# block 1

block_1/zoom.png
Bar = 10 um. Region (48, 48) to (78, 78) um. Cells in grey, sequential cells in the stronger grey; small squares are vias.
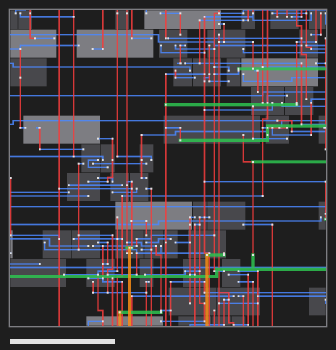

## src/rtl/pc_pkg.sv

```systemverilog
// Shared types and constants for the IF-stage program-counter generator.
// Optional trap/return redirects are enabled by defining PC_TRAP_EN.
package pc_pkg;

  typedef enum logic [1:0] {
    ST_BOOT = 2'd0,
    ST_RUN  = 2'd1,
    ST_PEND = 2'd2
  } pc_state_e;

  typedef enum logic [2:0] {
    CAUSE_NONE = 3'd0,
    CAUSE_JMP  = 3'd1,
    CAUSE_BR   = 3'd2,
    CAUSE_MRET = 3'd3,
    CAUSE_TRAP = 3'd4
  } redir_cause_e;

  localparam int unsigned PC_DEFAULT_INC = 4;

  // A fetch target is word-aligned only when its two low bits are zero.
  function automatic logic misaligned(input logic [1:0] lsb);
    return |lsb;
  endfunction

endpackage

```

## src/rtl/pc_redirect_arb.sv

```systemverilog
// Combinational redirect priority select: trap > mret > br > jmp (trap/mret
// only with PC_TRAP_EN). Target is word-aligned; misalign flags dropped bits.
module pc_redirect_arb
  import pc_pkg::*;
#(
  parameter int unsigned XLEN = 32
) (
`ifdef PC_TRAP_EN
  input  logic            trap_i,
  input  logic [XLEN-1:0] trap_vec_i,
  input  logic            mret_i,
  input  logic [XLEN-1:0] mepc_i,
`endif
  input  logic            br_taken_i,
  input  logic [XLEN-1:0] br_target_i,
  input  logic            jmp_i,
  input  logic [XLEN-1:0] jmp_target_i,
  output logic            redir_valid_o,
  output logic [XLEN-1:0] redir_target_o,
  output logic            redir_misalign_o,
  output redir_cause_e    redir_cause_o
);

  logic [XLEN-1:0] raw_target;

  always_comb begin
    raw_target    = '0;
    redir_cause_o = CAUSE_NONE;
`ifdef PC_TRAP_EN
    if (trap_i) begin
      raw_target    = trap_vec_i;
      redir_cause_o = CAUSE_TRAP;
    end else if (mret_i) begin
      raw_target    = mepc_i;
      redir_cause_o = CAUSE_MRET;
    end else
`endif
    if (br_taken_i) begin
      raw_target    = br_target_i;
      redir_cause_o = CAUSE_BR;
    end else if (jmp_i) begin
      raw_target    = jmp_target_i;
      redir_cause_o = CAUSE_JMP;
    end
  end

  assign redir_valid_o    = (redir_cause_o != CAUSE_NONE);
  assign redir_target_o   = {raw_target[XLEN-1:2], 2'b00};
  assign redir_misalign_o = redir_valid_o & misaligned(raw_target[1:0]);

endmodule

```

## src/rtl/pc_gen.sv

```systemverilog
// IF-stage program-counter generator: boot delay, fetch handshake, stall hold,
// prioritised redirects with a pending buffer. PC_TRAP_EN adds trap/mret ports.
module pc_gen
  import pc_pkg::*;
#(
  parameter int unsigned     XLEN       = 32,
  parameter logic [XLEN-1:0] RESET_VEC  = '0,
  parameter int unsigned     INC        = PC_DEFAULT_INC,
  parameter int unsigned     BOOT_DELAY = 2
) (
  input  logic            clk,
  input  logic            rst,
  input  logic            stall_i,
  input  logic            if_ready_i,
  input  logic            br_taken_i,
  input  logic [XLEN-1:0] br_target_i,
  input  logic            jmp_i,
  input  logic [XLEN-1:0] jmp_target_i,
`ifdef PC_TRAP_EN
  input  logic            trap_i,
  input  logic [XLEN-1:0] trap_vec_i,
  input  logic            mret_i,
  input  logic [XLEN-1:0] mepc_i,
`endif
  output logic            if_valid_o,
  output logic [XLEN-1:0] pc_o,
  output logic [XLEN-1:0] pc_plus_o,
  output logic            flush_o,
  output logic            misalign_o,
  output pc_state_e       dbg_state_o,
  output redir_cause_e    dbg_cause_o
);

  localparam int unsigned CNT_W = (BOOT_DELAY < 2) ? 1 : $clog2(BOOT_DELAY + 1);

  // Handshake: a fetch is accepted (fire) on a cycle where if_valid_o and
  // if_ready_i are both high and the hazard unit is not stalling; while
  // if_valid_o is high and no fire occurs, pc_o is held unchanged.
  pc_state_e       state;
  logic [CNT_W-1:0] boot_cnt;
  logic            boot_done;
  logic            fire;
  logic [XLEN-1:0] pend_target;
  logic            pend_misalign;

  logic            redir_valid;
  logic [XLEN-1:0] redir_target;
  logic            redir_misalign;
  redir_cause_e    redir_cause;

  pc_redirect_arb #(
    .XLEN (XLEN)
  ) u_arb (
`ifdef PC_TRAP_EN
    .trap_i           (trap_i),
    .trap_vec_i       (trap_vec_i),
    .mret_i           (mret_i),
    .mepc_i           (mepc_i),
`endif
    .br_taken_i       (br_taken_i),
    .br_target_i      (br_target_i),
    .jmp_i            (jmp_i),
    .jmp_target_i     (jmp_target_i),
    .redir_valid_o    (redir_valid),
    .redir_target_o   (redir_target),
    .redir_misalign_o (redir_misalign),
    .redir_cause_o    (redir_cause)
  );

  assign fire      = if_valid_o & if_ready_i & ~stall_i;
  assign pc_plus_o = pc_o + XLEN'(INC);
  // BOOT is always occupied for at least the first cycle after reset, so a
  // delay of 0 or 1 both leave BOOT on the first post-reset edge.
  assign boot_done = ((32'(boot_cnt) + 32'd1) >= BOOT_DELAY);

  assign dbg_state_o = state;
  assign dbg_cause_o = redir_cause;

  always_ff @(posedge clk) begin
    if (rst) begin
      state         <= ST_BOOT;
      boot_cnt      <= '0;
      pc_o          <= RESET_VEC;
      pend_target   <= '0;
      pend_misalign <= 1'b0;
      if_valid_o    <= 1'b0;
      flush_o       <= 1'b0;
      misalign_o    <= 1'b0;
    end else begin
      flush_o    <= 1'b0;
      misalign_o <= 1'b0;
      case (state)
        ST_BOOT: begin
          boot_cnt <= boot_cnt + 1'b1;
          if (boot_done) begin
            state      <= ST_RUN;
            if_valid_o <= 1'b1;
          end
        end
        ST_RUN: begin
          if (redir_valid) begin
            if (fire) begin
              pc_o       <= redir_target;
              flush_o    <= 1'b1;
              misalign_o <= redir_misalign;
            end else begin
              pend_target   <= redir_target;
              pend_misalign <= redir_misalign;
              state         <= ST_PEND;
            end
          end else if (fire) begin
            pc_o <= pc_o + XLEN'(INC);
          end
        end
        ST_PEND: begin
          if (fire) begin
            // A redirect arriving on the fire cycle is newer than the buffer.
            pc_o       <= redir_valid ? redir_target : pend_target;
            misalign_o <= redir_valid ? redir_misalign : pend_misalign;
            flush_o    <= 1'b1;
            state      <= ST_RUN;
          end else if (redir_valid) begin
            pend_target   <= redir_target;
            pend_misalign <= redir_misalign;
          end
        end
        default: begin
          state      <= ST_BOOT;
          boot_cnt   <= '0;
          if_valid_o <= 1'b0;
        end
      endcase
    end
  end

endmodule
```

## config.mk

```make
export PLATFORM = sky130hd
export DESIGN_NAME = pc_gen
export DESIGN_NICKNAME = d
export VERILOG_FILES = /design/src/rtl/pc_pkg.sv /design/src/rtl/pc_redirect_arb.sv /design/src/rtl/pc_gen.sv
export SDC_FILE = /design/constraint.sdc
export NUM_CORES = 1
export LEC_CHECK = 0
export CORE_UTILIZATION = 30
export CTS_CLUSTER_SIZE = 20
export DETAILED_ROUTE_END_ITERATION = 7
export SLEW_MARGIN = 20
export SYNTH_ARGS = -nofsm -noshare
export SYNTH_HDL_FRONTEND = slang
export SYNTH_SLANG_ARGS = --single-unit
```

## constraint.sdc

```tcl
create_clock -name clk -period 5.4 [get_ports clk]
set_clock_uncertainty 0.2 [all_clocks]
set_input_delay 0.54 -clock clk [delete_from_list [all_inputs] [get_ports clk]]
set_output_delay 0.54 -clock clk [all_outputs]
set_load 0.01 [all_outputs]
```

# block 2

### config.mk
export PLATFORM = sky130hd
export DESIGN_NAME = serial_subtractor_ctrl
export DESIGN_NICKNAME = d
export VERILOG_FILES = /design/src/rtl/serial_subtractor_ctrl.sv
export SDC_FILE = /design/constraint.sdc
export NUM_CORES = 1
export LEC_CHECK = 0
export CORE_MARGIN = 2
export CORE_UTILIZATION = 55
export DETAILED_ROUTE_END_ITERATION = 10
export PLACE_DENSITY_LB_ADDON = 0.3
export SLEW_MARGIN = 40
export SYNTH_ARGS = -nofsm -noshare
export SYNTH_HDL_FRONTEND = slang
export SYNTH_SLANG_ARGS = --single-unit
### constraint.sdc
create_clock -name clk -period 3.6 [get_ports clk]
set_input_delay 0.9 -clock clk [delete_from_list [all_inputs] [get_ports clk]]
set_output_delay 0.9 -clock clk [all_outputs]
set_load 0.01 [all_outputs]
### src/rtl/serial_subtractor_ctrl.sv
// Bit-serial a - b - bin: one full-subtractor cell stepped LSB first over WIDTH cycles.
// Optional signed-overflow output ovf_o is built only when SERSUB_OVF_EN is defined.
module serial_subtractor_ctrl #(
   parameter int WIDTH = 8
) (
   input  logic             clk,
   input  logic             rst_n,
   input  logic             start_i,
   input  logic [WIDTH-1:0] a_i,
   input  logic [WIDTH-1:0] b_i,
   input  logic             bin_i,
   output logic             busy_o,
   output logic             done_o,
   output logic [WIDTH-1:0] diff_o,
   output logic             bout_o
`ifdef SERSUB_OVF_EN
   ,
   output logic             ovf_o
`endif
);

   localparam int CW = (WIDTH > 1) ? $clog2(WIDTH) : 1;

   typedef enum logic [1:0] {IDLE, SHIFT, DONE} state_t;

   state_t           state_q, state_d;
   logic [CW-1:0]    cnt_q, cnt_d;
   logic [WIDTH-1:0] a_q, a_d, b_q, b_d;
   logic [WIDTH-1:0] res_q, res_d, diff_q, diff_d;
   logic             brw_q, brw_d, bout_q, bout_d;
   logic             busy_q, busy_d, done_q, done_d;

   logic             cell_diff, cell_bout, last_bit, accept, finish;
   logic [WIDTH-1:0] res_shift;

   assign cell_diff = a_q[0] ^ b_q[0] ^ brw_q;
   assign cell_bout = (~a_q[0] & b_q[0]) | (~a_q[0] & brw_q) | (b_q[0] & brw_q);
   assign last_bit  = (cnt_q == CW'(WIDTH - 1));
   assign accept    = (state_q == IDLE) && start_i;
   assign finish    = (state_q == SHIFT) && last_bit;

   // New difference bits enter at the MSB so the word is aligned after WIDTH shifts.
   generate
      if (WIDTH == 1) begin : g_res_w1
         assign res_shift = cell_diff;
      end else begin : g_res_wn
         assign res_shift = {cell_diff, res_q[WIDTH-1:1]};
      end
   endgenerate

   always_comb begin
      state_d = state_q;
      cnt_d   = cnt_q;
      a_d     = a_q;
      b_d     = b_q;
      brw_d   = brw_q;
      res_d   = res_q;
      diff_d  = diff_q;
      bout_d  = bout_q;
      case (state_q)
         IDLE: begin
            if (start_i) begin
               a_d     = a_i;
               b_d     = b_i;
               brw_d   = bin_i;
               cnt_d   = '0;
               res_d   = '0;
               state_d = SHIFT;
            end
         end
         SHIFT: begin
            res_d = res_shift;
            brw_d = cell_bout;
            a_d   = a_q >> 1;
            b_d   = b_q >> 1;
            cnt_d = cnt_q + 1'b1;
            if (last_bit) begin
               diff_d  = res_shift;
               bout_d  = cell_bout;
               state_d = DONE;
            end
         end
         DONE:    state_d = IDLE;
         default: state_d = IDLE;
      endcase
      busy_d = (state_d == SHIFT);
      done_d = (state_d == DONE);
   end

   always_ff @(posedge clk or negedge rst_n) begin
      if (!rst_n) begin
         state_q <= IDLE;
         cnt_q   <= '0;
         a_q     <= '0;
         b_q     <= '0;
         brw_q   <= 1'b0;
         res_q   <= '0;
         diff_q  <= '0;
         bout_q  <= 1'b0;
         busy_q  <= 1'b0;
         done_q  <= 1'b0;
      end else begin
         state_q <= state_d;
         cnt_q   <= cnt_d;
         a_q     <= a_d;
         b_q     <= b_d;
         brw_q   <= brw_d;
         res_q   <= res_d;
         diff_q  <= diff_d;
         bout_q  <= bout_d;
         busy_q  <= busy_d;
         done_q  <= done_d;
      end
   end

   assign busy_o = busy_q;
   assign done_o = done_q;
   assign diff_o = diff_q;
   assign bout_o = bout_q;

`ifdef SERSUB_OVF_EN
   // Operand sign bits are shifted out during SHIFT, so keep a copy from acceptance.
   logic a_msb_q, a_msb_d, b_msb_q, b_msb_d, ovf_q, ovf_d;

   always_comb begin
      a_msb_d = a_msb_q;
      b_msb_d = b_msb_q;
      ovf_d   = ovf_q;
      if (accept) begin
         a_msb_d = a_i[WIDTH-1];
         b_msb_d = b_i[WIDTH-1];
      end
      if (finish) begin
         ovf_d = (a_msb_q != b_msb_q) && (cell_diff != a_msb_q);
      end
   end

   always_ff @(posedge clk or negedge rst_n) begin
      if (!rst_n) begin
         a_msb_q <= 1'b0;
         b_msb_q <= 1'b0;
         ovf_q   <= 1'b0;
      end else begin
         a_msb_q <= a_msb_d;
         b_msb_q <= b_msb_d;
         ovf_q   <= ovf_d;
      end
   end

   assign ovf_o = ovf_q;
`endif

endmodule

# block 3

==> src/rtl/cla_accumulator.sv <==
// cla_accumulator: framed signed accumulator of a+b pairs with saturation, valid/ready in and out.
// Ports: clk, rst (async, active high); in_valid/in_ready with operands a, b (signed 8-bit)
// and len (pairs per frame, 0 = 2^CNT_W); out_valid/out_ready with acc_out (signed frame sum)
// and sat (a clamp occurred somewhere in the frame).
module cla_8bit (
    input  logic [7:0] a,
    input  logic [7:0] b,
    output logic [8:0] sum
);
    logic [7:0] g, p;
    logic [8:0] c;
    logic       t;
    assign g = a & b;
    assign p = a ^ b;
    // Flat lookahead: each carry is the OR of every generate propagated through all higher bits.
    always_comb begin
        c = '0;
        t = 1'b0;
        for (int i = 0; i < 8; i++) begin
            for (int j = 0; j <= i; j++) begin
                t = g[j];
                for (int k = j + 1; k <= i; k++) t = t & p[k];
                c[i+1] = c[i+1] | t;
            end
        end
    end
    // Bit 8 is the true sign of the 9-bit signed sum, not the raw carry out.
    assign sum = {a[7] ^ b[7] ^ c[8], p ^ c[7:0]};
endmodule

module cla_accumulator #(
    parameter int ACC_W = 10,
    parameter int CNT_W = 4
) (
    input  logic             clk,
    input  logic             rst,
    input  logic             in_valid,
    output logic             in_ready,
    input  logic [7:0]       a,
    input  logic [7:0]       b,
    input  logic [CNT_W-1:0] len,
    output logic             out_valid,
    input  logic             out_ready,
    output logic [ACC_W-1:0] acc_out,
    output logic             sat
);
    typedef enum logic [1:0] {IDLE, ACCUM, DONE} state_t;
    state_t state, next;
    logic [ACC_W-1:0] acc, clamped;
    logic [CNT_W:0]   cnt, tgt, tgt_new, cnt_inc;
    logic [8:0]       sum9;
    logic [ACC_W:0]   base, ext, tot;
    logic             beat, last, ovf, sat_r;
    cla_8bit u_cla (.a(a), .b(b), .sum(sum9));
    assign in_ready  = state != DONE;
    assign out_valid = state == DONE;
    assign acc_out   = acc;
    assign sat       = sat_r;
    assign beat      = in_valid & in_ready;
    assign tgt_new   = (len == '0) ? {1'b1, {CNT_W{1'b0}}} : {1'b0, len};
    assign cnt_inc   = cnt + 1'b1;
    assign last      = (state == IDLE) ? (tgt_new == (CNT_W+1)'(1)) : (cnt_inc == tgt);
    // A new frame starts from zero rather than the (already cleared) register.
    assign base      = (state == IDLE) ? '0 : {acc[ACC_W-1], acc};
    assign ext       = {{(ACC_W-8){sum9[8]}}, sum9};
    assign tot       = base + ext;
    // One guard bit suffices: sign disagreement between the top two bits means overflow.
    assign ovf       = tot[ACC_W] ^ tot[ACC_W-1];
    assign clamped   = ovf ? (tot[ACC_W] ? {1'b1, {(ACC_W-1){1'b0}}} : {1'b0, {(ACC_W-1){1'b1}}})
                           : tot[ACC_W-1:0];
    always_ff @(posedge clk or posedge rst)
        if (rst) state <= IDLE;
        else     state <= next;
    always_comb begin
        next = state;
        if (state == DONE) next = out_ready ? IDLE : DONE;
        else if (beat)     next = last ? DONE : ACCUM;
    end
    always_ff @(posedge clk or posedge rst) begin
        if (rst) begin
            acc   <= '0;
            cnt   <= '0;
            tgt   <= '0;
            sat_r <= 1'b0;
        end else if (state == DONE) begin
            if (out_ready) begin
                acc   <= '0;
                cnt   <= '0;
                sat_r <= 1'b0;
            end
        end else if (beat) begin
            acc   <= clamped;
            cnt   <= (state == IDLE) ? (CNT_W+1)'(1) : cnt_inc;
            sat_r <= ovf | ((state == ACCUM) & sat_r);
            if (state == IDLE) tgt <= tgt_new;
        end
    end
endmodule
==> config.mk <==
export PLATFORM = sky130hd
export DESIGN_NAME = cla_accumulator
export DESIGN_NICKNAME = d
export VERILOG_FILES = /design/src/rtl/cla_accumulator.sv
export SDC_FILE = /design/constraint.sdc
export NUM_CORES = 1
export LEC_CHECK = 0
export CORE_MARGIN = 5
export CORE_UTILIZATION = 48
export DETAILED_ROUTE_END_ITERATION = 16
export HOLD_SLACK_MARGIN = 0.06
export PLACE_DENSITY = 0.77
export SLEW_MARGIN = 25
export SYNTH_ARGS = -nofsm -noshare
export SYNTH_HDL_FRONTEND = slang
export SYNTH_SLANG_ARGS = --single-unit
==> constraint.sdc <==
create_clock -name clk -period 2.7 [get_ports clk]
set_input_delay 0.54 -clock clk [delete_from_list [all_inputs] [get_ports clk]]
set_output_delay 0.54 -clock clk [all_outputs]
set_load 0.01 [all_outputs]
# block 4

### src/rtl/eth_tx_pkg.sv
// rtl/eth_tx_pkg.sv - shared types and constants for the UDP/IP transmit scheduler
package eth_tx_pkg;

  // Scheduler FSM states, in frame order
  typedef enum logic [2:0] {
    IDLE,
    ARB,
    START,
    WAIT_ETH,
    WAIT_IP,
    WAIT_UDP,
    WAIT_PAY,
    IFG
  } sched_state_t;

  // Smallest legal UDP length is a bare 8-byte header
  localparam int UDP_HDR_LEN = 8;
  localparam int IP_HDR_LEN  = 20;
  localparam int IFG_BYTES   = 12;

endpackage

### src/rtl/udp_tx_scheduler_if.sv
// rtl/udp_tx_scheduler_if.sv - requester, header-stage and status signals of the tx scheduler
interface udp_tx_scheduler_if #(
  parameter int N_REQ = 4
) ();

  logic [N_REQ-1:0]    req;
  logic [N_REQ*32-1:0] req_ip_d_addr;
  logic [N_REQ*16-1:0] req_udp_len;
  logic [N_REQ-1:0]    grant;
  logic [N_REQ-1:0]    done;
  logic [N_REQ-1:0]    drop;
  logic                tx_start;
  logic [31:0]         ip_d_addr;
  logic [15:0]         udp_len;
  logic                eth_header_ip_tx_done;
  logic                ip_header_tx_done;
  logic                udp_header_tx_done;
  logic                payload_tx_done;
  logic                busy;
  logic                tx_error;

  // Scheduler side
  modport master (
    input  req, req_ip_d_addr, req_udp_len,
    input  eth_header_ip_tx_done, ip_header_tx_done, udp_header_tx_done, payload_tx_done,
    output grant, done, drop, tx_start, ip_d_addr, udp_len, busy, tx_error
  );

  // Requester / header-chain side
  modport slave (
    output req, req_ip_d_addr, req_udp_len,
    output eth_header_ip_tx_done, ip_header_tx_done, udp_header_tx_done, payload_tx_done,
    input  grant, done, drop, tx_start, ip_d_addr, udp_len, busy, tx_error
  );

endinterface

### src/rtl/rr_arbiter.sv
// rtl/rr_arbiter.sv - combinational round-robin winner pick starting at the pointer
module rr_arbiter #(
  parameter int N_REQ = 4,
  parameter int IDX_W = $clog2(N_REQ)
) (
  input  logic [N_REQ-1:0] req,
  input  logic [IDX_W-1:0] ptr,
  output logic             valid,
  output logic [IDX_W-1:0] idx
);

  // Lowest set index at/above ptr wins; otherwise wrap to lowest set index below ptr
  always_comb begin
    valid = 1'b0;
    idx   = '0;
    for (int j = N_REQ - 1; j >= 0; j--) begin
      if (req[j] && (IDX_W'(j) < ptr)) begin
        valid = 1'b1;
        idx   = IDX_W'(j);
      end
    end
    for (int j = N_REQ - 1; j >= 0; j--) begin
      if (req[j] && (IDX_W'(j) >= ptr)) begin
        valid = 1'b1;
        idx   = IDX_W'(j);
      end
    end
  end

endmodule

### src/rtl/udp_tx_scheduler.sv
// rtl/udp_tx_scheduler.sv - round-robin owner of the eth/ip/udp/payload tx chain; optional watchdog via UDP_TX_SCHED_TIMEOUT_EN
module udp_tx_scheduler
  import eth_tx_pkg::*;
#(
  parameter int N_REQ       = 4,
  parameter int IFG_CYCLES  = IFG_BYTES,
  parameter int MAX_UDP_LEN = 1480,
  parameter int TIMEOUT_CYC = 4096
) (
  input logic             aclk,
  input logic             aresetn,
  udp_tx_scheduler_if.master bus
);

  localparam int IDX_W = $clog2(N_REQ);
  localparam int CNT_W = 13;
  localparam logic [CNT_W-1:0] IFG_LAST = CNT_W'(IFG_CYCLES - 1);

  sched_state_t     state_q, state_d;
  logic [IDX_W-1:0] ptr_q, ptr_d;
  logic [IDX_W-1:0] idx_q, idx_d;
  logic [N_REQ-1:0] grant_q, grant_d;
  logic [N_REQ-1:0] done_q, done_d;
  logic [N_REQ-1:0] drop_q, drop_d;
  logic [31:0]      ip_q, ip_d;
  logic [15:0]      len_q, len_d;
  logic [CNT_W-1:0] cnt_q, cnt_d;

  logic             arb_valid;
  logic [IDX_W-1:0] arb_idx;
  logic [31:0]      win_ip;
  logic [15:0]      win_len;
  logic             len_bad;
  logic             stage_done;

  function automatic logic [N_REQ-1:0] onehot(input logic [IDX_W-1:0] i);
    onehot    = '0;
    onehot[i] = 1'b1;
  endfunction

  function automatic logic [IDX_W-1:0] next_ptr(input logic [IDX_W-1:0] i);
    next_ptr = (i == IDX_W'(N_REQ - 1)) ? '0 : i + 1'b1;
  endfunction

  rr_arbiter #(
    .N_REQ (N_REQ),
    .IDX_W (IDX_W)
  ) u_arb (
    .req   (bus.req),
    .ptr   (ptr_q),
    .valid (arb_valid),
    .idx   (arb_idx)
  );

  // Pick the winner's destination IP and length out of the flat request buses
  always_comb begin
    win_ip  = '0;
    win_len = '0;
    for (int j = 0; j < N_REQ; j++) begin
      if (IDX_W'(j) == arb_idx) begin
        win_ip  = bus.req_ip_d_addr[32*j +: 32];
        win_len = bus.req_udp_len[16*j +: 16];
      end
    end
    len_bad = (win_len < 16'(UDP_HDR_LEN)) || (win_len > 16'(MAX_UDP_LEN));
  end

  // Only the done pulse belonging to the current wait state may advance the FSM
  always_comb begin
    stage_done = 1'b0;
    case (state_q)
      WAIT_ETH: stage_done = bus.eth_header_ip_tx_done;
      WAIT_IP:  stage_done = bus.ip_header_tx_done;
      WAIT_UDP: stage_done = bus.udp_header_tx_done;
      WAIT_PAY: stage_done = bus.payload_tx_done;
      default:  stage_done = 1'b0;
    endcase
  end

`ifdef UDP_TX_SCHED_TIMEOUT_EN
  localparam logic [CNT_W-1:0] TO_LAST = CNT_W'(TIMEOUT_CYC - 1);
  logic tx_error_q, tx_error_d;
`endif

  // Next-state and datapath logic for arbitration, stage tracking and gap timing
  always_comb begin
    state_d = state_q;
    ptr_d   = ptr_q;
    idx_d   = idx_q;
    grant_d = grant_q;
    done_d  = '0;
    drop_d  = '0;
    ip_d    = ip_q;
    len_d   = len_q;
    cnt_d   = cnt_q;
`ifdef UDP_TX_SCHED_TIMEOUT_EN
    tx_error_d = 1'b0;
`endif
    case (state_q)
      IDLE: begin
        if (|bus.req) state_d = ARB;
      end
      ARB: begin
        state_d = IDLE;
        if (arb_valid) begin
          idx_d = arb_idx;
          ip_d  = win_ip;
          len_d = win_len;
          if (len_bad) begin
            drop_d = onehot(arb_idx);
            ptr_d  = next_ptr(arb_idx);
          end else begin
            grant_d = onehot(arb_idx);
            state_d = START;
          end
        end
      end
      START: begin
        cnt_d   = '0;
        state_d = WAIT_ETH;
      end
      WAIT_ETH, WAIT_IP, WAIT_UDP, WAIT_PAY: begin
        if (stage_done) begin
          cnt_d = '0;
          case (state_q)
            WAIT_ETH: state_d = WAIT_IP;
            WAIT_IP:  state_d = WAIT_UDP;
            WAIT_UDP: state_d = WAIT_PAY;
            default: begin
              done_d  = grant_q;
              grant_d = '0;
              ptr_d   = next_ptr(idx_q);
              state_d = IFG;
            end
          endcase
        end
`ifdef UDP_TX_SCHED_TIMEOUT_EN
        else if (cnt_q == TO_LAST) begin
          tx_error_d = 1'b1;
          grant_d    = '0;
          ptr_d      = next_ptr(idx_q);
          cnt_d      = '0;
          state_d    = IFG;
        end else begin
          cnt_d = cnt_q + 1'b1;
        end
`endif
      end
      IFG: begin
        if (cnt_q == IFG_LAST) state_d = IDLE;
        else                   cnt_d   = cnt_q + 1'b1;
      end
      default: state_d = IDLE;
    endcase
  end

  // State registers with synchronous active-low reset
  always_ff @(posedge aclk) begin
    if (!aresetn) begin
      state_q <= IDLE;
      ptr_q   <= '0;
      idx_q   <= '0;
      grant_q <= '0;
      done_q  <= '0;
      drop_q  <= '0;
      ip_q    <= '0;
      len_q   <= '0;
      cnt_q   <= '0;
    end else begin
      state_q <= state_d;
      ptr_q   <= ptr_d;
      idx_q   <= idx_d;
      grant_q <= grant_d;
      done_q  <= done_d;
      drop_q  <= drop_d;
      ip_q    <= ip_d;
      len_q   <= len_d;
      cnt_q   <= cnt_d;
    end
  end

`ifdef UDP_TX_SCHED_TIMEOUT_EN
  // Watchdog abort pulse register
  always_ff @(posedge aclk) begin
    if (!aresetn) tx_error_q <= 1'b0;
    else          tx_error_q <= tx_error_d;
  end
  assign bus.tx_error = tx_error_q;
`else
  assign bus.tx_error = 1'b0;
`endif

  assign bus.grant     = grant_q;
  assign bus.done      = done_q;
  assign bus.drop      = drop_q;
  assign bus.tx_start  = (state_q == START);
  assign bus.ip_d_addr = ip_q;
  assign bus.udp_len   = len_q;
  assign bus.busy      = (state_q != IDLE);

endmodule

### src/flat_wrapper.sv
// flat-port wrapper written by rule: the top's interface ports become plain ports
module udp_tx_scheduler_flat import eth_tx_pkg::*;
#(
  parameter int N_REQ       = 4,
  parameter int IFG_CYCLES  = IFG_BYTES,
  parameter int MAX_UDP_LEN = 1480,
  parameter int TIMEOUT_CYC = 4096
)
  (aclk, aresetn, bus_req, bus_req_ip_d_addr, bus_req_udp_len, bus_eth_header_ip_tx_done, bus_ip_header_tx_done, bus_udp_header_tx_done, bus_payload_tx_done, bus_grant, bus_done, bus_drop, bus_tx_start, bus_ip_d_addr, bus_udp_len, bus_busy, bus_tx_error);
  udp_tx_scheduler_if #(.N_REQ(N_REQ)) bus_i ();
  input logic aclk;
  input logic aresetn;
  input wire logic [$bits(bus_i.req)-1:0] bus_req;
  input wire logic [$bits(bus_i.req_ip_d_addr)-1:0] bus_req_ip_d_addr;
  input wire logic [$bits(bus_i.req_udp_len)-1:0] bus_req_udp_len;
  input wire logic [$bits(bus_i.eth_header_ip_tx_done)-1:0] bus_eth_header_ip_tx_done;
  input wire logic [$bits(bus_i.ip_header_tx_done)-1:0] bus_ip_header_tx_done;
  input wire logic [$bits(bus_i.udp_header_tx_done)-1:0] bus_udp_header_tx_done;
  input wire logic [$bits(bus_i.payload_tx_done)-1:0] bus_payload_tx_done;
  output wire logic [$bits(bus_i.grant)-1:0] bus_grant;
  output wire logic [$bits(bus_i.done)-1:0] bus_done;
  output wire logic [$bits(bus_i.drop)-1:0] bus_drop;
  output wire logic [$bits(bus_i.tx_start)-1:0] bus_tx_start;
  output wire logic [$bits(bus_i.ip_d_addr)-1:0] bus_ip_d_addr;
  output wire logic [$bits(bus_i.udp_len)-1:0] bus_udp_len;
  output wire logic [$bits(bus_i.busy)-1:0] bus_busy;
  output wire logic [$bits(bus_i.tx_error)-1:0] bus_tx_error;
  assign bus_i.req = bus_req;
  assign bus_i.req_ip_d_addr = bus_req_ip_d_addr;
  assign bus_i.req_udp_len = bus_req_udp_len;
  assign bus_i.eth_header_ip_tx_done = bus_eth_header_ip_tx_done;
  assign bus_i.ip_header_tx_done = bus_ip_header_tx_done;
  assign bus_i.udp_header_tx_done = bus_udp_header_tx_done;
  assign bus_i.payload_tx_done = bus_payload_tx_done;
  assign bus_grant = bus_i.grant;
  assign bus_done = bus_i.done;
  assign bus_drop = bus_i.drop;
  assign bus_tx_start = bus_i.tx_start;
  assign bus_ip_d_addr = bus_i.ip_d_addr;
  assign bus_udp_len = bus_i.udp_len;
  assign bus_busy = bus_i.busy;
  assign bus_tx_error = bus_i.tx_error;
  udp_tx_scheduler #(.N_REQ(N_REQ), .IFG_CYCLES(IFG_CYCLES), .MAX_UDP_LEN(MAX_UDP_LEN), .TIMEOUT_CYC(TIMEOUT_CYC)) u_core (.aclk(aclk), .aresetn(aresetn), .bus(bus_i));
endmodule
### config.mk
export PLATFORM = sky130hd
export DESIGN_NAME = udp_tx_scheduler_flat
export DESIGN_NICKNAME = d
export VERILOG_FILES = /design/src/rtl/eth_tx_pkg.sv /design/src/rtl/udp_tx_scheduler_if.sv /design/src/rtl/rr_arbiter.sv /design/src/rtl/udp_tx_scheduler.sv /design/src/flat_wrapper.sv
export SDC_FILE = /design/constraint.sdc
export NUM_CORES = 1
export LEC_CHECK = 0
export CORE_MARGIN = 4
export CORE_UTILIZATION = 42
export CTS_CLUSTER_DIAMETER = 60
export DETAILED_ROUTE_END_ITERATION = 6
export PLACE_DENSITY = 0.88
export SYNTH_ARGS = -nofsm -noshare
export SYNTH_HDL_FRONTEND = slang
export SYNTH_SLANG_ARGS = --single-unit
### constraint.sdc
create_clock -name aclk -period 9.5 [get_ports aclk]
set_input_delay 1.9 -clock aclk [delete_from_list [all_inputs] [get_ports aclk]]
set_output_delay 1.9 -clock aclk [all_outputs]
set_load 0.05 [all_outputs]
block_3/final_clocks.png
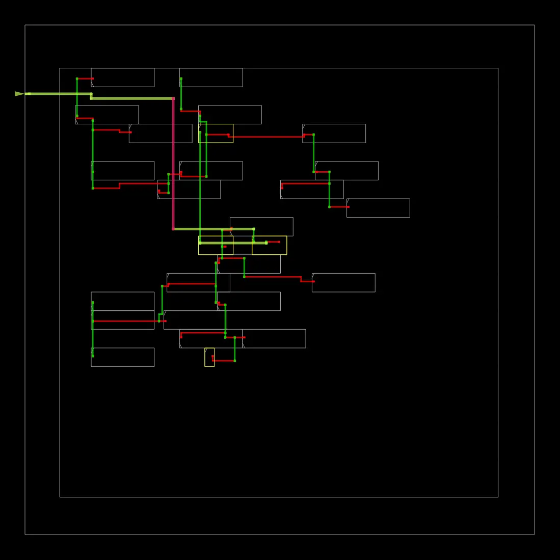
worst clock skew on the final layout: 3.103 ps
power in the clock group: 0.210 mW
total of clock buffers placed in the layout: 4
sequential cells: 23

block_3/port_nets.png
Bar = 20 um.
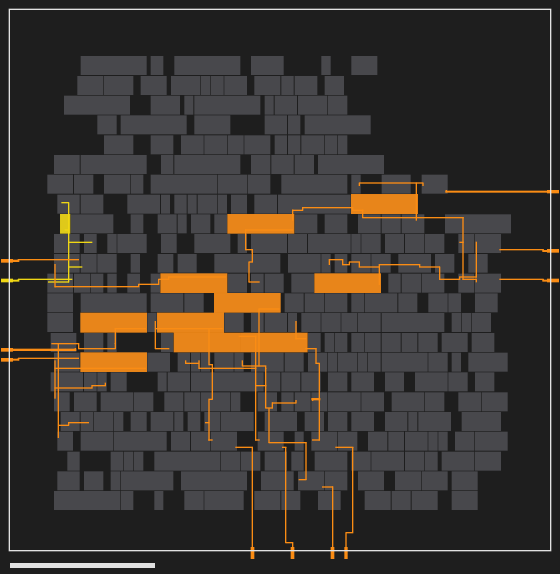
legend:
  in_ready:
    colour: yellow
    bits: 1
    direction: output
    end_cells: 1
    buffers: 1
    wire: 28.3 um
  acc_out:
    colour: orange
    bits: 10
    direction: output
    end_cells: 10
    buffers: 10
    wire: 423 um

==> results.txt, block 3 <==
Quick summary of the implementation run below.

Yosys reported a register bit count of 23. The fraction of area in registers is 19.16%. Checking hold timing, the worst path is listed with class register to register. Sequential power for this build is 0.686 mW.

By startpoint and endpoint, the worst setup path is classified as primary input to register. The final reports fail on negative setup slack. The largest incremental delay on the critical path is 340 ps. For this run the aggregate overflow at the end of global routing stands at 0. The final setup violation count is 11. The number of H-tree levels is 1. The worst hold-check slack came out at 517.8 ps. The register clock-pin slew on the reported worst setup and hold paths came out at ~80 ps. The cell count of the worst reg-to-reg path came out at 12.

The count of maximum capacitance violations is 0. The post-place instance area came out at 2764 sq um. The global-route usage over all layers came out at 21.78%.

The number of buffers created by CTS is 3. The number of antenna violations at the first check in global routing is 0. Post-CTS repair changed the size of 42 cells. The via count of the first global-routing pass came out at 2,049.

The run finished, with violations left. Among all stages on the critical path, the largest delay is contributed by ha_1. OpenSTA lists the critical path endpoint as acc_out[7]$_DFFE_PP0P_. The end-of-flow core utilization is 75.10%. The final worst setup slack is -580.0 ps.

The antenna violation net count after detailed routing is 0. The maximum number of pins on one net before global-route repair is 24. The largest share of the power goes to combinational logic.

Yosys mapped the design onto 48 distinct sky130hd cell types. Setup repair after global routing could not meet its margin everywhere.
==> block 3: Yosys cell counts (all sizes together) (2+ instances only) <==
cell type | count | share of area [%]
a31oi | 2 | 0.63
nor2b | 12 | 3.8
a22o | 3 | 1.3
a21o | 4 | 1.5
a22oi | 8 | 3.3
nand3 | 8 | 2.0
o211ai | 2 | 0.76
a21boi | 3 | 1.1
ha | 20 | 13
nor3 | 6 | 1.5
xor2 | 7 | 3.1
xnor2 | 11 | 5.2
nand2b | 3 | 0.95
o21a | 3 | 1.1
inv | 11 | 2.1
dfrtp | 23 | 29
a21oi | 22 | 6.3
buf | 4 | 1.6
mux2 | 5 | 2.8
nor2 | 13 | 3.0
a211oi | 4 | 1.5
fa | 2 | 2.0
nand2 | 24 | 4.5
o21ai | 9 | 2.3
==> block 3: layer usage <==
| metal | vias to the layer above | routed length (um) | GRT usage [%] |
|---|---|---|---|
| met5 | - | 0 | 0 |
| met4 | 0 | 85 | 6.522 |
| met3 | 10 | 295 | 3.919 |
| met2 | 60 | 2810 | 37.40 |
| met1 | 967 | 2362 | 28.01 |
| li1 | 976 | - | - |
==> block 3: flip-flops by register name (all words and copies together) (netlist names) <==
signal	count
sat	1
cnt	5
acc_out	10
tgt	5
state	2
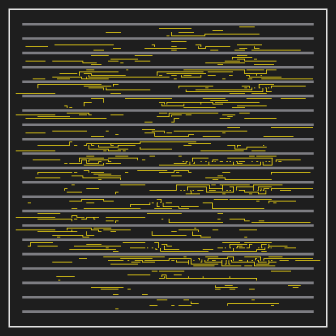
block_2/met1.png
Supply wires on this layer in grey.
main direction: horizontal
share of all routed wire: 44%
Global Route met1 Usage: 26.29%
sum of routed wire length over all layers: 3243 um
vias post-DR: 1,171

==> results.txt, block 2 <==
Quick summary of the implementation run below.

The power report lists the clock group at about 0.23 mW. The setup slack of the worst register-to-register path is 1770 ps. The combinational gate power is 0.652 mW. Sorting the synthesized cells by how often they occur yields dfrtp_1, inv_1, a222oi_1, nor2_1.

For this run, the detailed router reports a per-instance via density of 5.914. The final weighted congestion in routability-driven placement is 0.7634. The aggregate negative setup slack came out at 0 ps. The HPWL after detailed placement came out at 2110 um. The flow ran to the end, and the final reports show no timing, DRC or antenna violations. The buffering stage count on the worst path with inverters included is 1.

The top cell type in the final layout, fill and taps aside, is dfrtp_1. The element type at the critical path end is an output port. The launching element type of the critical path is a register. Per the post-place timing report, worst setup slack is 1317 ps.

The register clock-pin slew on the reported worst setup and hold paths is 110 ps. The post-synthesis async set-or-reset flop share came out at 100.0%. The part of the power in registers is 46.2%. The area enclosed by the die boundary is 3577 sq um. Counting flops with a built-in enable in the synthesized netlist gives 0. The maximum clock skew at final layout came out at about 10 ps. The maximum number of pins on one net before global-route repair came out at 26. Per the post-synthesis report, the number of cells in the design is between 100 and 150. The net total in the final layout is 187. The total count of hold-check failures in the final report is 0. The via count of the first global-routing pass is ~1,200. The number of buffers created by CTS is 5.
[block 2: routing by layer]
metal | vias to the layer above | routed length [um] | global-route usage (%)
li1 | 542 | - | -
met1 | 567 | 1417 | 26.29
met2 | 51 | 1506 | 30.75
met3 | 11 | 226 | 6.277
met4 | 0 | 93 | 10.79
met5 | - | 0 | 0
[block 2: path summary, 6_finish.rpt]
path,to,cells past startpoint
worst max-delay path,diff_o[1],1
max in group asynchronous,diff_o[4]$_DFFE_PN0P_,2
worst max register to register,diff_o[7]$_DFFE_PN0P_,2
worst min register to register,res_q[1]$_DFFE_PN0P_,1
worst min-delay path,b_q[4]$_DFFE_PN0P_,1
min in group clk,res_q[1]$_DFFE_PN0P_,1
[block 2: registers in the layout (all words and copies together), names as in the netlist]
register / count
done_o: 1
brw_q: 1
bout_o: 1
busy_o: 1
state_q: 2
res_q: 7
diff_o: 8
cnt_q: 3
a_q: 8
b_q: 8
[block 2: cell type report]
class	instances	area, sq um
Multi-Input combinational cell	65	561.8
Sequential cell	40	1001
Inverter	20	75.07
Timing Repair Buffer	32	330.3
Clock buffer	8	58.81
Tap cell	33	41.29
Fill cell	215	934.6
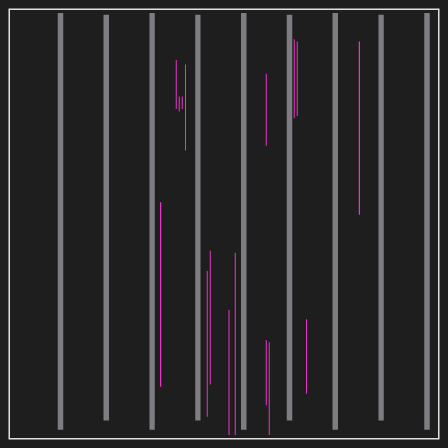
block_1/met4.png
Supply wires on this layer in grey.
longest straight run: 54.4 um
main direction: vertical
share of all routed wire: 2.9%

## Picture notes: block_1/zoom.png
legend:
  met3:
    colour: green
  met2:
    colour: red
  met1:
    colour: blue
  met4:
    colour: orange
cells with their middle in the window: 43
most frequent: dfxtp_1 (6), nand2_1 (5), a21oi_1 (4)
sequential cells in the window: 6
netlist names of flops here include: pc_o (3), pend_target (3)

==> results.txt, block 1 <==
Quick summary of the implementation run below.

Registers take 1441 sq um. The largest driver fanout on the critical path came out at 14. The clock network area share is 3.997%.

The DRC marker count from the first detailed-route iteration came out at around 480. Grouping non-sequential cells by family puts the most area in simple AND/OR/NAND/NOR gates. The count of non-CTS inverters in the layout came out at 10. The run finished with clean final reports. TritonRoute reported its final design rule violation total as 0. The proportion of cell area occupied by multi-input gates is 46.39%. The clock period minus worst slack came out at 3680 ps. The inserted tap cell count came out at between 150 and 200.

The global-route usage over all layers came out at between 10% and 20%. The met1 routed wirelength after detailed routing is 7326 um. The setup slack of the worst register-to-register path came out at 2420 ps.

After clock tree synthesis, the repair step resized 0 gates. The die width came out at 126.8 um. The first-pass GRT wire length came out at 24,840 um. The share of post-route cells with drive strength above 1 came out at 4.624%. The measured slew at the worst slew-check pin came out at around 1100 ps. The synthesized netlist net count is 725. In the synthesized netlist, the cells that appear most often are nand2_1, a21oi_1, dfxtp_1.

The combined area of all synthesized cells is approximately 4700 sq um. The timing endpoint of the critical path is pc_plus_o[28]. In the setup report, the worst path falls into the class register to output port. The net total in the final layout is 828.

The worst hold path stage count is 2. The sequential power is about 0.66 mW. In this run the remaining antenna-violating nets after routing total 0. Setup total negative slack on the finished layout was measured at 0 ps.

The maximum root-to-sink buffer count came out at 2. The fraction of the core area occupied by cells at floorplan came out at 30.73%. The total number of placement rows came out at 45. The share of synthesized area in the top cell type comes to 30.85%. The run reported a max-capacitance violation count of 0. The clock group power came out at 0.539 mW. OpenROAD emitted warnings numbering 28. For this run, global-route usage on met2 was measured as 30.29%.

The iteration count recorded for the first detailed-route pass is 6. The met2 wire length is 7166 um. Looking at the cell usage after synthesis, the top flip-flop cell is dfxtp_1.

The share of the synthesized netlist area taken by xor and xnor gates is 5.249%. Summed over all instances, the cell type with the most area after synthesis is dfxtp_1.
==> block 1: layout by cell type, fill, tap and decap left out, types with 4 or more instances in the layout <==
cell type | synthesis | final
clkdlybuf4s50_1 | 0 | 137
nand2_1 | 124 | 124
a21oi_1 | 89 | 89
dfxtp_1 | 72 | 72
o21ai_0 | 66 | 66
and3b_1 | 31 | 31
nor2_1 | 26 | 25
nor3_1 | 19 | 19
xor2_1 | 19 | 19
nand3_1 | 15 | 15
nor4_1 | 14 | 14
inv_1 | 10 | 10
xnor2_1 | 9 | 9
clkbuf_16 | 0 | 9
buf_4 | 4 | 9
nand2b_1 | 7 | 7
nand4_1 | 6 | 6
a31oi_1 | 6 | 6
and2_1 | 5 | 5
nand3b_1 | 5 | 5
nor3b_1 | 5 | 5
ha_1 | 5 | 5
and3_1 | 4 | 4
a211oi_1 | 4 | 4
a22oi_1 | 4 | 4
o311ai_0 | 4 | 4
==> block 1: worst max-delay path: stages (launching register included) <==
cell and delay, ps:
dfxtp_1 550, and4_4 360, nand4_4 240, nor4_1 700, xor2_1 190, clkdlybuf4s50_1 560
block_4/met4.png
Supply wires on this layer in grey.
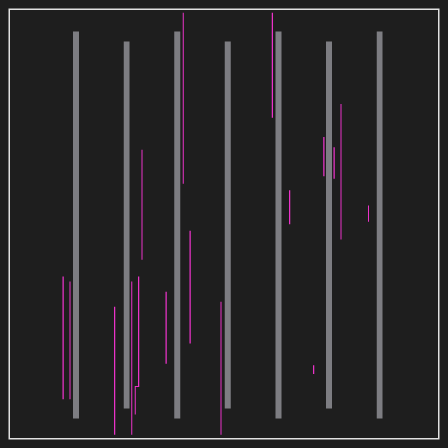
main direction: vertical
longest straight run: 45.6 um
share of all routed wire: 2.4%
nets with wire on the layer: 15
wire length on this layer: 433 um
vias post-DR: 5,591
sum of routed wire length over all layers: 17,840 um

==> results.txt, block 4 <==
Quick summary of the implementation run below.

The global router reports that the layer with the highest usage is met2. The multi-input combinational cell count came out at roughly 460. The number of clock sinks seen by CTS came out at 80.

The register clock-pin slew on the reported worst setup and hold paths came out at 60 ps. The total chip power is 1.603 mW. The final layout contains a sequential cell count of 80. The end-of-flow core utilization came out at 70.18%.

After technology mapping, the gate count stands at approximately 610. The switching part of the total came out at 42.02%. The ratio of final minimum period to clock period came out at 61.72%. The share of post-route cells with drive strength above 1 came out at 4.057%. For flop-to-flop paths, the worst setup slack is roughly 5400 ps. The number of standard cells in the final layout excluding fillers is 978. The die extent in y came out at 114.8 um.

The floorplan has 38 rows. Looking at the reg2reg group, the worst path ends at u_core.bus.grant[1]$_SDFFE_PN0P_. The average instance area after synthesis came out at between 7 and 8 sq um. Tracing the worst setup path back leads to its startpoint at bus_req[0]. Registers take 1602 sq um. The post-synth tally of flip-flops with integrated enable is 0. The worst vdd rail ir drop is 0.0001507 V. The combinational gate area is 2912 sq um. Of all nets on the critical path, the largest fanout is 87. The OpenROAD warning count is 29. The clock network area share is approximately 4.0%. The maximum frequency from static timing analysis is about 170 MHz. The register area share after synthesis came out at 33.44%.

For this block, wires on met1 add up to about 6400 um. The measured slew at the worst slew-check pin is ~1300 ps. For the worst reg-to-reg path, the startpoint reported by OpenROAD is u_core.ptr_q[0]$_SDFFE_PN0P_. The run finished with clean final reports.
-- block 4: cells in the final DEF, fill, tap and decap left out, types with 5 or more instances in the layout --
| cell | n |
|---|---|
| nor2b_1 | 8 |
| nor2_1 | 48 |
| a22oi_1 | 36 |
| nand2_1 | 97 |
| xnor2_1 | 7 |
| o211a_1 | 39 |
| clkdlybuf4s50_1 | 262 |
| nand2b_1 | 6 |
| a21boi_0 | 9 |
| o211ai_1 | 37 |
| mux2i_1 | 8 |
| nand4_1 | 6 |
| xor2_1 | 5 |
| a221oi_1 | 5 |
| o21ai_0 | 12 |
| nand3b_1 | 7 |
| and3_1 | 8 |
| a21oi_1 | 52 |
| clkbuf_16 | 9 |
| dfxtp_1 | 80 |
| nor3_1 | 9 |
| o22ai_1 | 5 |
| a31oi_1 | 5 |
| inv_1 | 13 |
| and2_1 | 6 |
-- block 4: flip-flops by register name, indices dropped and copies added (netlist names) --
register,flops
u_core.idx_q,2
u_core.bus.drop,4
u_core.bus.done,4
u_core.bus.grant,4
u_core.ptr_q,2
u_core.state_q,3
u_core.cnt_q,13
u_core.bus.udp_len,16
u_core.bus.ip_d_addr,32

==> gallery <==
Close-up of the layout.
picture 1
Bar = 10 um. Region (22, 22) to (52, 52) um. Cells in grey, sequential cells in the stronger grey; small squares are vias.
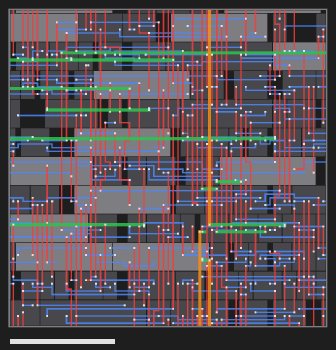
picture 2
Bar = 10 um. Region (15, 15) to (45, 45) um. Cells in grey, sequential cells in the stronger grey; small squares are vias.
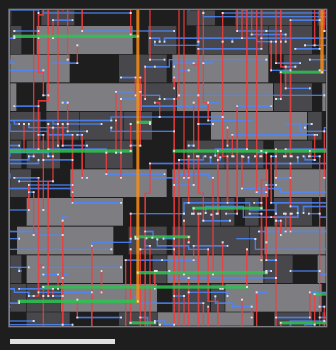
picture 3
Bar = 10 um. Region (42, 42) to (72, 72) um. Cells in grey, sequential cells in the stronger grey; small squares are vias.
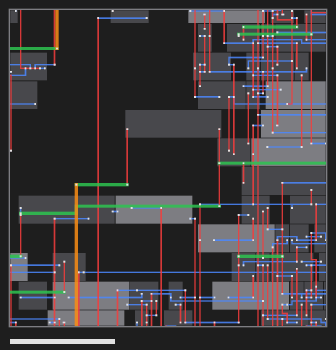
- block 4 = picture 3
- block 3 = picture 1
- block 2 = picture 2
The one with the largest die is picture 3.
The one with the smallest die is picture 2.



==> gallery <==
Routed metal, one colour a layer.
Only two layers are drawn.
(a)
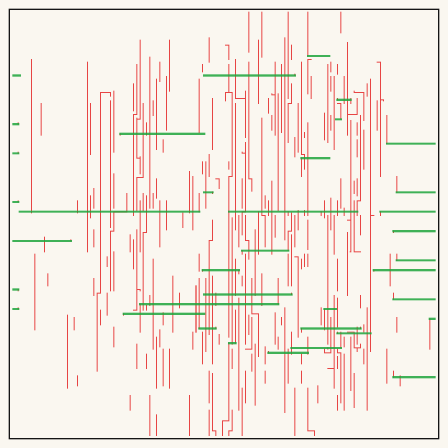
(b)
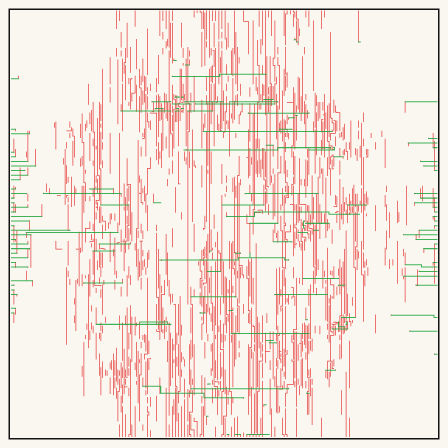
(c)
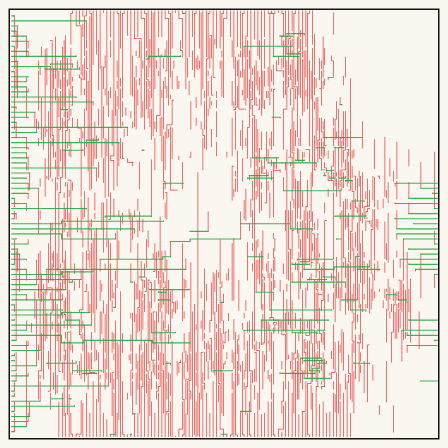
(d)
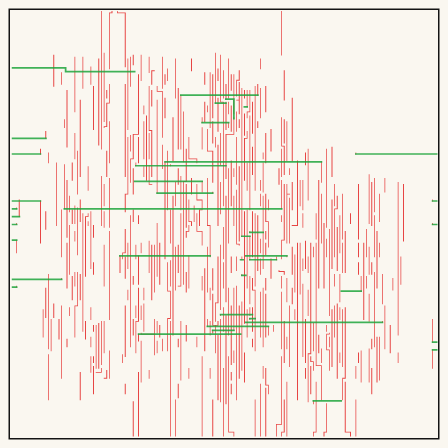
(d) comes from block 3.
(b) comes from block 1.
(c) comes from block 4.
(a) comes from block 2.


==> gallery <==
Clock routing.
Plate I
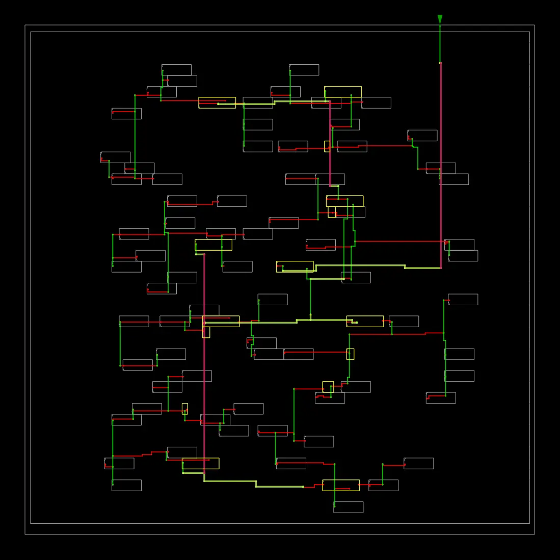
Plate II
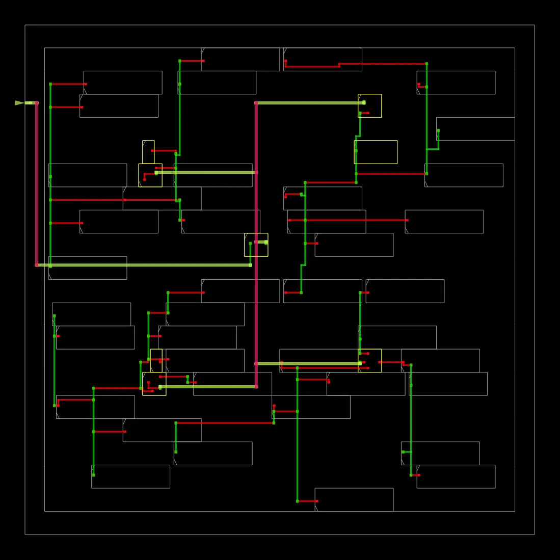
Plate III
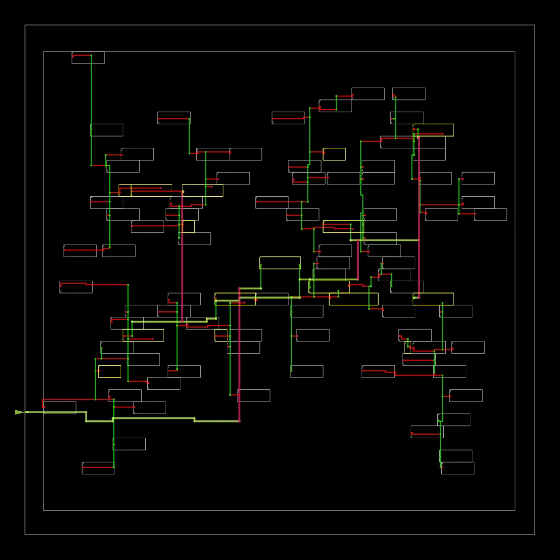
| from | picture |
|---|---|
| block 2 | Plate II |
| block 4 | Plate III |
| block 1 | Plate I |
The one with the fewest sequential cells is Plate II.

Power is estimated from default activity; no workload was simulated.
